# block 1

### Signal wires on met1, block 1

Bar = 20 um. Supply wires on this layer in gray.
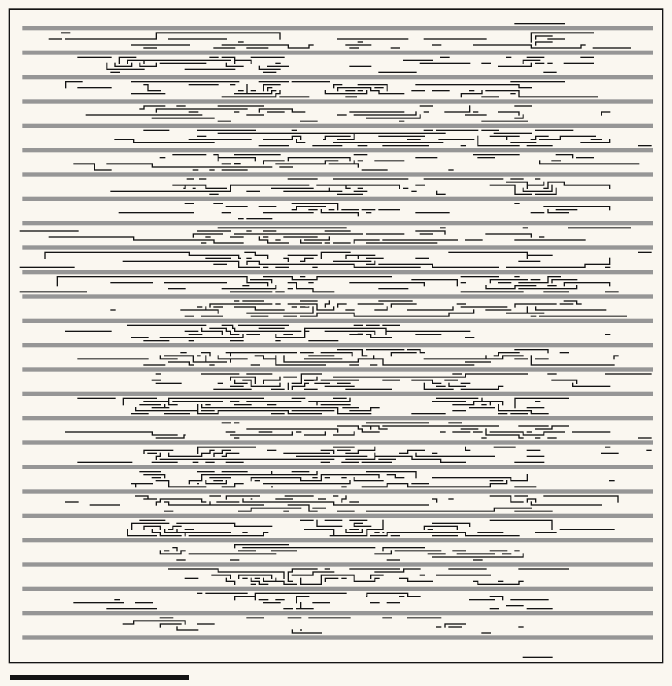
**config.mk**
```make
export PLATFORM = sky130hd
export DESIGN_NAME = run_sequencer
export DESIGN_NICKNAME = d
export VERILOG_FILES = /design/src/rtl/run_sequencer.sv
export SDC_FILE = /design/constraint.sdc
export NUM_CORES = 1
export LEC_CHECK = 0
export ABC_CLOCK_PERIOD_IN_PS = 3800
export CORE_MARGIN = 1
export CORE_UTILIZATION = 55
export CTS_CLUSTER_SIZE = 10
export DETAILED_ROUTE_END_ITERATION = 8
export HOLD_SLACK_MARGIN = 0.15
export PLACE_DENSITY = 0.86
export RECOVER_POWER = 25
export SYNTH_ARGS = -nofsm -noshare
export SYNTH_HDL_FRONTEND = slang
export SYNTH_SLANG_ARGS = --single-unit
```
**constraint.sdc**
```tcl
create_clock -name CLK -period 3.8 [get_ports CLK]
set_input_delay 0.57 -clock CLK [delete_from_list [all_inputs] [get_ports CLK]]
set_output_delay 0.57 -clock CLK [all_outputs]
set_load 0.02 [all_outputs]
```
**src/rtl/run_sequencer.sv**
```systemverilog
// run_sequencer: launches one processor run at a time and reports its outcome.
// A request selects one of three program start addresses (program 3 is
// illegal and answered at once). The processor is released from Start for
// the duration of the run, and the run ends on done, timeout or abort. The
// result is then held on the response port until it is consumed.
module run_sequencer #(
  parameter logic [7:0]  PROG0_ADDR   = 8'h00,
  parameter logic [7:0]  PROG1_ADDR   = 8'h28,
  parameter logic [7:0]  PROG2_ADDR   = 8'h50,
  parameter int unsigned START_CYCLES = 2,
  parameter logic [15:0] TIMEOUT      = 16'd4000
) (
  input  logic        CLK,
  input  logic        RST_N,
  input  logic        req_valid,
  input  logic [1:0]  req_prog,
  output logic        req_ready,
  output logic        cpu_start,
  output logic [7:0]  cpu_start_addr,
  input  logic        cpu_done,
  input  logic        abort,
  output logic        rsp_valid,
  input  logic        rsp_ready,
  output logic [1:0]  rsp_prog,
  output logic [15:0] rsp_cycles,
  output logic [1:0]  rsp_status,
  output logic        busy,
  output logic [7:0]  run_count
);

  // FSM encoding
  localparam logic [1:0] ST_IDLE  = 2'd0;
  localparam logic [1:0] ST_START = 2'd1;
  localparam logic [1:0] ST_RUN   = 2'd2;
  localparam logic [1:0] ST_RESP  = 2'd3;

  // Response status codes
  localparam logic [1:0] STAT_DONE    = 2'b00;
  localparam logic [1:0] STAT_TIMEOUT = 2'b01;
  localparam logic [1:0] STAT_ABORT   = 2'b10;
  localparam logic [1:0] STAT_ILLEGAL = 2'b11;

  // START is left when the 4-bit counter reaches its final value
  localparam logic [3:0] START_LAST = 4'(START_CYCLES - 1);

  logic [1:0]  state_q, state_d;
  logic [3:0]  start_cnt_q, start_cnt_d;
  logic [15:0] cyc_cnt_q, cyc_cnt_d;
  logic [7:0]  addr_q, addr_d;
  logic [1:0]  rsp_prog_q, rsp_prog_d;
  logic [15:0] rsp_cycles_q, rsp_cycles_d;
  logic [1:0]  rsp_status_q, rsp_status_d;
  logic [7:0]  run_count_q, run_count_d;

  logic        req_legal;
  logic [7:0]  mapped_addr;

  // Program index to start address; program 3 has no address
  always_comb begin
    req_legal   = 1'b1;
    mapped_addr = PROG0_ADDR;
    case (req_prog)
      2'd0:    mapped_addr = PROG0_ADDR;
      2'd1:    mapped_addr = PROG1_ADDR;
      2'd2:    mapped_addr = PROG2_ADDR;
      default: begin
        mapped_addr = addr_q;
        req_legal   = 1'b0;
      end
    endcase
  end

  // Next-state and datapath updates; abort beats done, done beats timeout
  always_comb begin
    state_d      = state_q;
    start_cnt_d  = start_cnt_q;
    cyc_cnt_d    = cyc_cnt_q;
    addr_d       = addr_q;
    rsp_prog_d   = rsp_prog_q;
    rsp_cycles_d = rsp_cycles_q;
    rsp_status_d = rsp_status_q;
    run_count_d  = run_count_q;
    case (state_q)
      ST_IDLE: begin
        if (req_valid) begin
          rsp_prog_d  = req_prog;
          start_cnt_d = 4'd0;
          cyc_cnt_d   = 16'd0;
          if (req_legal) begin
            addr_d  = mapped_addr;
            state_d = ST_START;
          end else begin
            // Illegal program: answer immediately, processor untouched
            rsp_status_d = STAT_ILLEGAL;
            rsp_cycles_d = 16'd0;
            state_d      = ST_RESP;
          end
        end
      end
      ST_START: begin
        if (abort) begin
          rsp_status_d = STAT_ABORT;
          rsp_cycles_d = 16'd0;
          state_d      = ST_RESP;
        end else if (start_cnt_q == START_LAST) begin
          // The first RUN cycle already counts as cycle 1
          start_cnt_d = 4'd0;
          cyc_cnt_d   = 16'd1;
          state_d     = ST_RUN;
        end else begin
          start_cnt_d = start_cnt_q + 4'd1;
        end
      end
      ST_RUN: begin
        if (abort) begin
          rsp_status_d = STAT_ABORT;
          rsp_cycles_d = cyc_cnt_q;
          state_d      = ST_RESP;
        end else if (cpu_done) begin
          rsp_status_d = STAT_DONE;
          rsp_cycles_d = cyc_cnt_q;
          state_d      = ST_RESP;
        end else if (cyc_cnt_q == TIMEOUT) begin
          rsp_status_d = STAT_TIMEOUT;
          rsp_cycles_d = TIMEOUT;
          state_d      = ST_RESP;
        end else begin
          cyc_cnt_d = cyc_cnt_q + 16'd1;
        end
      end
      ST_RESP: begin
        if (rsp_ready) begin
          run_count_d = run_count_q + 8'd1;
          state_d     = ST_IDLE;
        end
      end
      default: state_d = ST_IDLE;
    endcase
  end

  // FSM state and counters
  always_ff @(posedge CLK or negedge RST_N) begin
    if (!RST_N) begin
      state_q     <= ST_IDLE;
      start_cnt_q <= 4'd0;
      cyc_cnt_q   <= 16'd0;
    end else begin
      state_q     <= state_d;
      start_cnt_q <= start_cnt_d;
      cyc_cnt_q   <= cyc_cnt_d;
    end
  end

  // Start address, held until the next legal acceptance
  always_ff @(posedge CLK or negedge RST_N) begin
    if (!RST_N) begin
      addr_q <= 8'h00;
    end else begin
      addr_q <= addr_d;
    end
  end

  // Response fields and completed-run counter
  always_ff @(posedge CLK or negedge RST_N) begin
    if (!RST_N) begin
      rsp_prog_q   <= 2'd0;
      rsp_cycles_q <= 16'd0;
      rsp_status_q <= 2'b00;
      run_count_q  <= 8'd0;
    end else begin
      rsp_prog_q   <= rsp_prog_d;
      rsp_cycles_q <= rsp_cycles_d;
      rsp_status_q <= rsp_status_d;
      run_count_q  <= run_count_d;
    end
  end

  // Handshake outputs decode from state only; the processor is parked outside RUN
  assign req_ready      = (state_q == ST_IDLE);
  assign rsp_valid      = (state_q == ST_RESP);
  assign busy           = (state_q == ST_START) || (state_q == ST_RUN);
  assign cpu_start      = (state_q != ST_RUN);
  assign cpu_start_addr = addr_q;
  assign rsp_prog       = rsp_prog_q;
  assign rsp_cycles     = rsp_cycles_q;
  assign rsp_status     = rsp_status_q;
  assign run_count      = run_count_q;

endmodule

```
==> impl_metrics.csv <==
group,metric,value,unit
status,status,"complete, but fails checks",
status,violations,"capacitance limit, slew limit",
global_routing,met1_usage,0.340,
place,gp_congestion,0.884,
global_routing,grt_pass1_wl,10300,um
clocking,cts.clk_slew.worst_paths,0.09,ns
sta,setup_ws,1.13,ns
sta,fin_crit,2.67,ns
cells_and_area,fin_area,3310,um^2
detailed_routing,drt-total-wl,6210,um
place,hpwl,4360,um
global_routing,grt.met2_usage,0.407,
setup_path,max_stage_delay,1.90,ns
yosys,syn_area,2750,um^2
cells_and_area,final_core_util,0.692,
clocking,clock_latency,0.30,ns
setup_path,cpLargestDelayFamily,"buffers and inverters",
floorplanning,fp-utilization,0.575,
sta,max-slew-margin-rel,-0.825,
cells_and_area,nNetsFinal,352,
floorplanning,die_w,72.8,um
worst_hold_path,whs_path_depth,1,
setup_path,crit_path_cell_trace,"clkbuf_1",
job,maxCapViolations,1,
detailed_routing,wl_met3,321,um
yosys,synth_cell_types,49,
cells_and_area,clock_area_frac,0.0325,
worst_hold_path,worstHoldEndpoint,"run_count[7]",
sta,fin_setup_tns,0,ns
cells_and_area,nClkBuffers,6,
yosys,yosys.area_share.simple,0.225,
detailed_routing,via_count,2302,
setup_path,rr_endpoint,"cyc_cnt_q[10]",
sta,slew_violations,53,
pwr,power,2.17,mW
global_routing,grt_pass1_vias,2199,
cells_and_area,flops,52,
pwr,switching_share,0.418,
detailed_routing,viasPerCell,5.73,
Notes on 'Signal wires on met1' of block 1 above:
wire length on this layer: 2800 um
share of all routed wire: 45%


# block 2

==> config.mk <==
export PLATFORM = sky130hd
export DESIGN_NAME = video_mode_detect
export DESIGN_NICKNAME = d
export VERILOG_FILES = /design/src/rtl/video_mode_detect.sv
export SDC_FILE = /design/constraint.sdc
export NUM_CORES = 1
export LEC_CHECK = 0
export CAP_MARGIN = 20
export CORE_MARGIN = 1.5
export CORE_UTILIZATION = 46
export CTS_BUF_LIST = sky130_fd_sc_hd__clkbuf_4 sky130_fd_sc_hd__clkbuf_8
export DETAILED_ROUTE_END_ITERATION = 7
export SLEW_MARGIN = 30
export SYNTH_ARGS = -nofsm -noshare
export SYNTH_HDL_FRONTEND = slang
export SYNTH_SLANG_ARGS = --single-unit
==> constraint.sdc <==
create_clock -name PCLK_in -period 5.1 [get_ports PCLK_in]
set_input_delay 1.02 -clock PCLK_in [delete_from_list [all_inputs] [get_ports PCLK_in]]
set_output_delay 1.02 -clock PCLK_in [all_outputs]
set_load 0.02 [all_outputs]
==> src/rtl/video_mode_detect.sv <==
// Input timing analyser: measures line/frame geometry from HSYNC/VSYNC and
// publishes it once the same geometry has repeated for STABLE_FRAMES frames.
module video_mode_detect #(
    parameter int SYNC_POL      = 0,
    parameter int STABLE_FRAMES = 4,
    parameter int H_TOL         = 2,
    parameter int TIMEOUT       = 4095
) (
    input  logic        PCLK_in,
    input  logic        reset_n,
    input  logic        HSYNC_in,
    input  logic        VSYNC_in,
    output logic [11:0] h_total,
    output logic [7:0]  h_synclen,
    output logic [10:0] v_total,
    output logic [3:0]  v_synclen,
    output logic        stable,
    output logic        mode_changed,
    output logic        sync_lost
);

    localparam logic               ACT = 1'(SYNC_POL);
    localparam logic signed [12:0] TOL = 13'(H_TOL);
    localparam logic [11:0]        TO  = 12'(TIMEOUT);
    localparam logic [3:0]         SF  = 4'(STABLE_FRAMES);

    typedef enum logic [1:0] {ST_LOST, ST_ACQUIRE, ST_LOCKED} state_t;
    state_t state;

    function automatic logic [11:0] sat_inc(input logic [11:0] x, input logic [11:0] max);
        return (x >= max) ? max : x + 12'd1;
    endfunction

    function automatic logic signed [12:0] diff13(input logic [11:0] a, input logic [11:0] b);
        return $signed({1'b0, a}) - $signed({1'b0, b});
    endfunction

    function automatic logic within_tol(input logic signed [12:0] d);
        return (d <= TOL) && (d >= -TOL);
    endfunction

    logic hs_p0, vs_p0, hs_p1, vs_p1;
    logic h_lead_p1, h_trail_p1, v_lead_p1, v_trail_p1;

    logic [11:0] hcnt, h_meas, cand_h;
    logic [7:0]  hscnt, hs_meas, cand_hs;
    logic [10:0] vlines, cand_v;
    logic [3:0]  vslines, vs_meas, cand_vs, match_cnt;
    logic        armed;

    logic       timeout, is_match;
    logic [3:0] match_inc;

    // p0: sample and normalise sync level; p1: edge flags aligned with the level
    always_ff @(posedge PCLK_in or negedge reset_n) begin
        if (!reset_n) begin
            hs_p0      <= 1'b0;
            vs_p0      <= 1'b0;
            hs_p1      <= 1'b0;
            vs_p1      <= 1'b0;
            h_lead_p1  <= 1'b0;
            h_trail_p1 <= 1'b0;
            v_lead_p1  <= 1'b0;
            v_trail_p1 <= 1'b0;
        end else begin
            hs_p0      <= (HSYNC_in == ACT);
            vs_p0      <= (VSYNC_in == ACT);
            hs_p1      <= hs_p0;
            vs_p1      <= vs_p0;
            h_lead_p1  <= hs_p0 & ~hs_p1;
            h_trail_p1 <= ~hs_p0 & hs_p1;
            v_lead_p1  <= vs_p0 & ~vs_p1;
            v_trail_p1 <= ~vs_p0 & vs_p1;
        end
    end

    assign timeout   = (state != ST_LOST) && ((hcnt == TO) || (vlines == 11'h7FF));
    assign match_inc = match_cnt + 4'd1;
    // At a frame event vlines already excludes a coincident HSYNC edge, so it is the frame length
    assign is_match  = within_tol(diff13(h_meas, cand_h))
                    && within_tol(diff13({4'd0, hs_meas}, {4'd0, cand_hs}))
                    && (diff13({1'b0, vlines}, {1'b0, cand_v}) == 13'sd0);

    // p2: line and frame counters
    always_ff @(posedge PCLK_in or negedge reset_n) begin
        if (!reset_n) begin
            hcnt    <= '0;
            hscnt   <= '0;
            vlines  <= '0;
            vslines <= '0;
            h_meas  <= '0;
            hs_meas <= '0;
            vs_meas <= '0;
        end else begin
            if (h_lead_p1) begin
                hcnt   <= '0;
                hscnt  <= '0;
                h_meas <= sat_inc(hcnt, 12'hFFF);
            end else begin
                hcnt <= sat_inc(hcnt, 12'hFFF);
                if (hs_p1)
                    hscnt <= 8'(sat_inc({4'd0, hscnt}, 12'd255));
            end
            if (h_trail_p1)
                hs_meas <= 8'(sat_inc({4'd0, hscnt}, 12'd255));

            if (state == ST_LOST || timeout)
                vlines <= '0;
            else if (v_lead_p1)
                vlines <= h_lead_p1 ? 11'd1 : 11'd0;
            else if (h_lead_p1)
                vlines <= 11'(sat_inc({1'b0, vlines}, 12'd2047));

            if (v_lead_p1)
                vslines <= h_lead_p1 ? 4'd1 : 4'd0;
            else if (h_lead_p1 && vs_p1)
                vslines <= 4'(sat_inc({8'd0, vslines}, 12'd15));
            if (v_trail_p1)
                vs_meas <= vslines;
        end
    end

    // p3: lock state machine and published outputs
    always_ff @(posedge PCLK_in or negedge reset_n) begin
        if (!reset_n) begin
            state        <= ST_LOST;
            armed        <= 1'b0;
            match_cnt    <= '0;
            cand_h       <= '0;
            cand_hs      <= '0;
            cand_v       <= '0;
            cand_vs      <= '0;
            h_total      <= '0;
            h_synclen    <= '0;
            v_total      <= '0;
            v_synclen    <= '0;
            stable       <= 1'b0;
            mode_changed <= 1'b0;
            sync_lost    <= 1'b1;
        end else begin
            mode_changed <= 1'b0;
            if (timeout) begin
                state     <= ST_LOST;
                match_cnt <= '0;
                h_total   <= '0;
                h_synclen <= '0;
                v_total   <= '0;
                v_synclen <= '0;
                stable    <= 1'b0;
                sync_lost <= 1'b1;
            end else begin
                case (state)
                    ST_LOST: begin
                        if (h_lead_p1) begin
                            state     <= ST_ACQUIRE;
                            armed     <= 1'b0;
                            sync_lost <= 1'b0;
                        end
                    end
                    ST_ACQUIRE: begin
                        if (v_lead_p1) begin
                            if (!armed) begin
                                armed <= 1'b1;
                            end else if (is_match) begin
                                match_cnt <= match_inc;
                                if (match_inc == SF) begin
                                    state        <= ST_LOCKED;
                                    stable       <= 1'b1;
                                    mode_changed <= 1'b1;
                                    h_total      <= cand_h;
                                    h_synclen    <= cand_hs;
                                    v_total      <= cand_v;
                                    v_synclen    <= cand_vs;
                                end
                            end else begin
                                cand_h    <= h_meas;
                                cand_hs   <= hs_meas;
                                cand_v    <= vlines;
                                cand_vs   <= vs_meas;
                                match_cnt <= 4'd1;
                            end
                        end
                    end
                    ST_LOCKED: begin
                        if (v_lead_p1 && !is_match) begin
                            state     <= ST_ACQUIRE;
                            stable    <= 1'b0;
                            cand_h    <= h_meas;
                            cand_hs   <= hs_meas;
                            cand_v    <= vlines;
                            cand_vs   <= vs_meas;
                            match_cnt <= 4'd1;
                        end
                    end
                    default: state <= ST_LOST;
                endcase
            end
        end
    end

endmodule

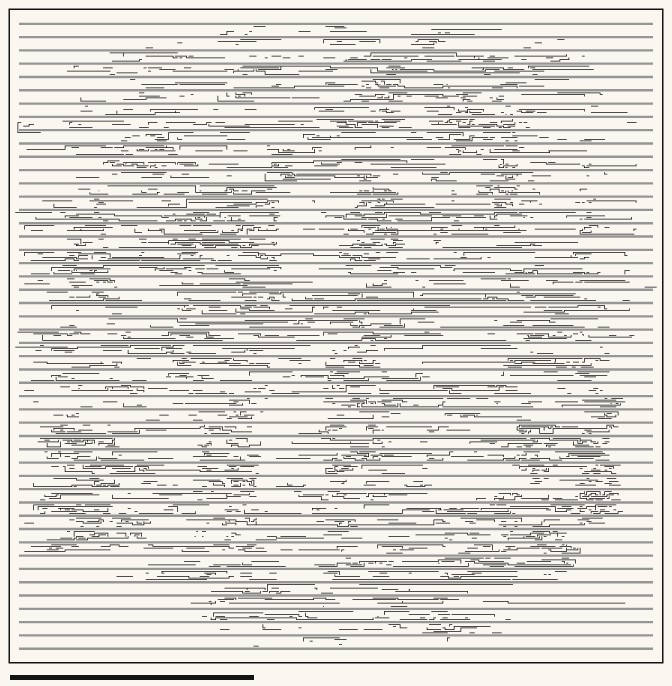
*Signal wires on met1, block 2*
Bar = 50 um. Supply wires on this layer in gray.
wire length on this layer: 8050 um
share of all routed wire: 49%
routed wire length: 16500 um
number of vias in the routed layout: 5666

==> impl_metrics.csv <==
group,metric,value,unit
status,status,"complete, no violations",
floorplanning,io_pins,42,
detailed_routing,viasPerCell,5.61,
setup_path,regToRegStartpoint,"hs_meas[0]",
cells_and_area,nNetsFinal,824,
yosys,syn_avg_cell_area,10.7,um^2
detailed_routing,ant_nets,0,
floorplanning,nWellTaps,220,
pwr,p_comb_frac,0.395,
detailed_routing,highest_layer,"met4",
clocking,cts_buffers,17,
setup_path,slowest_stage,"or4b_1",
cells_and_area,comb_area,3770,um^2
sta,rsz0062_at_grt,"no",
global_routing,grt_antenna_before_repair,0,
pwr,power_frac_seq,0.369,
setup_path,critPathLaunch,"hs_meas[0]",
yosys,ys_ff,147,
cells_and_area,nNonClkBuffers,52,
detailed_routing,wirelength_met1,8050,um
place,hpwl,11500,um
clocking,postCtsSetupBuffers,0,
yosys,syn_area,7820,um^2
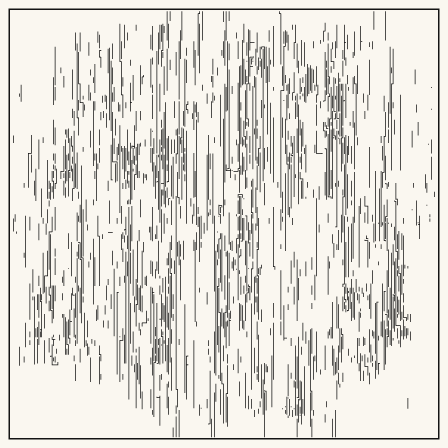
*Metal 2, block 2*
longest straight run: 60.2 um
share of all routed wire: 48%
wire length on this layer: 7880 um
nets with wire on the layer: 702
main direction: vertical
met2 Use GR: 0.309



==> layout pictures side by side <==
Clock wiring as the flow saved it.
Plate I
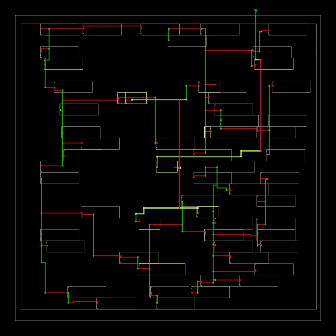
Plate II
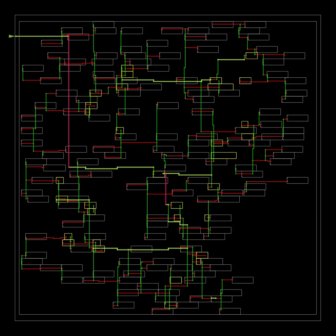
| from | picture |
|---|---|
| block 1 | Plate I |
| block 2 | Plate II |
The one with the most sequential cells is Plate II.
The one with the most clock buffers is Plate II.

No activity file was given, so power comes from the tool's default toggle rates.
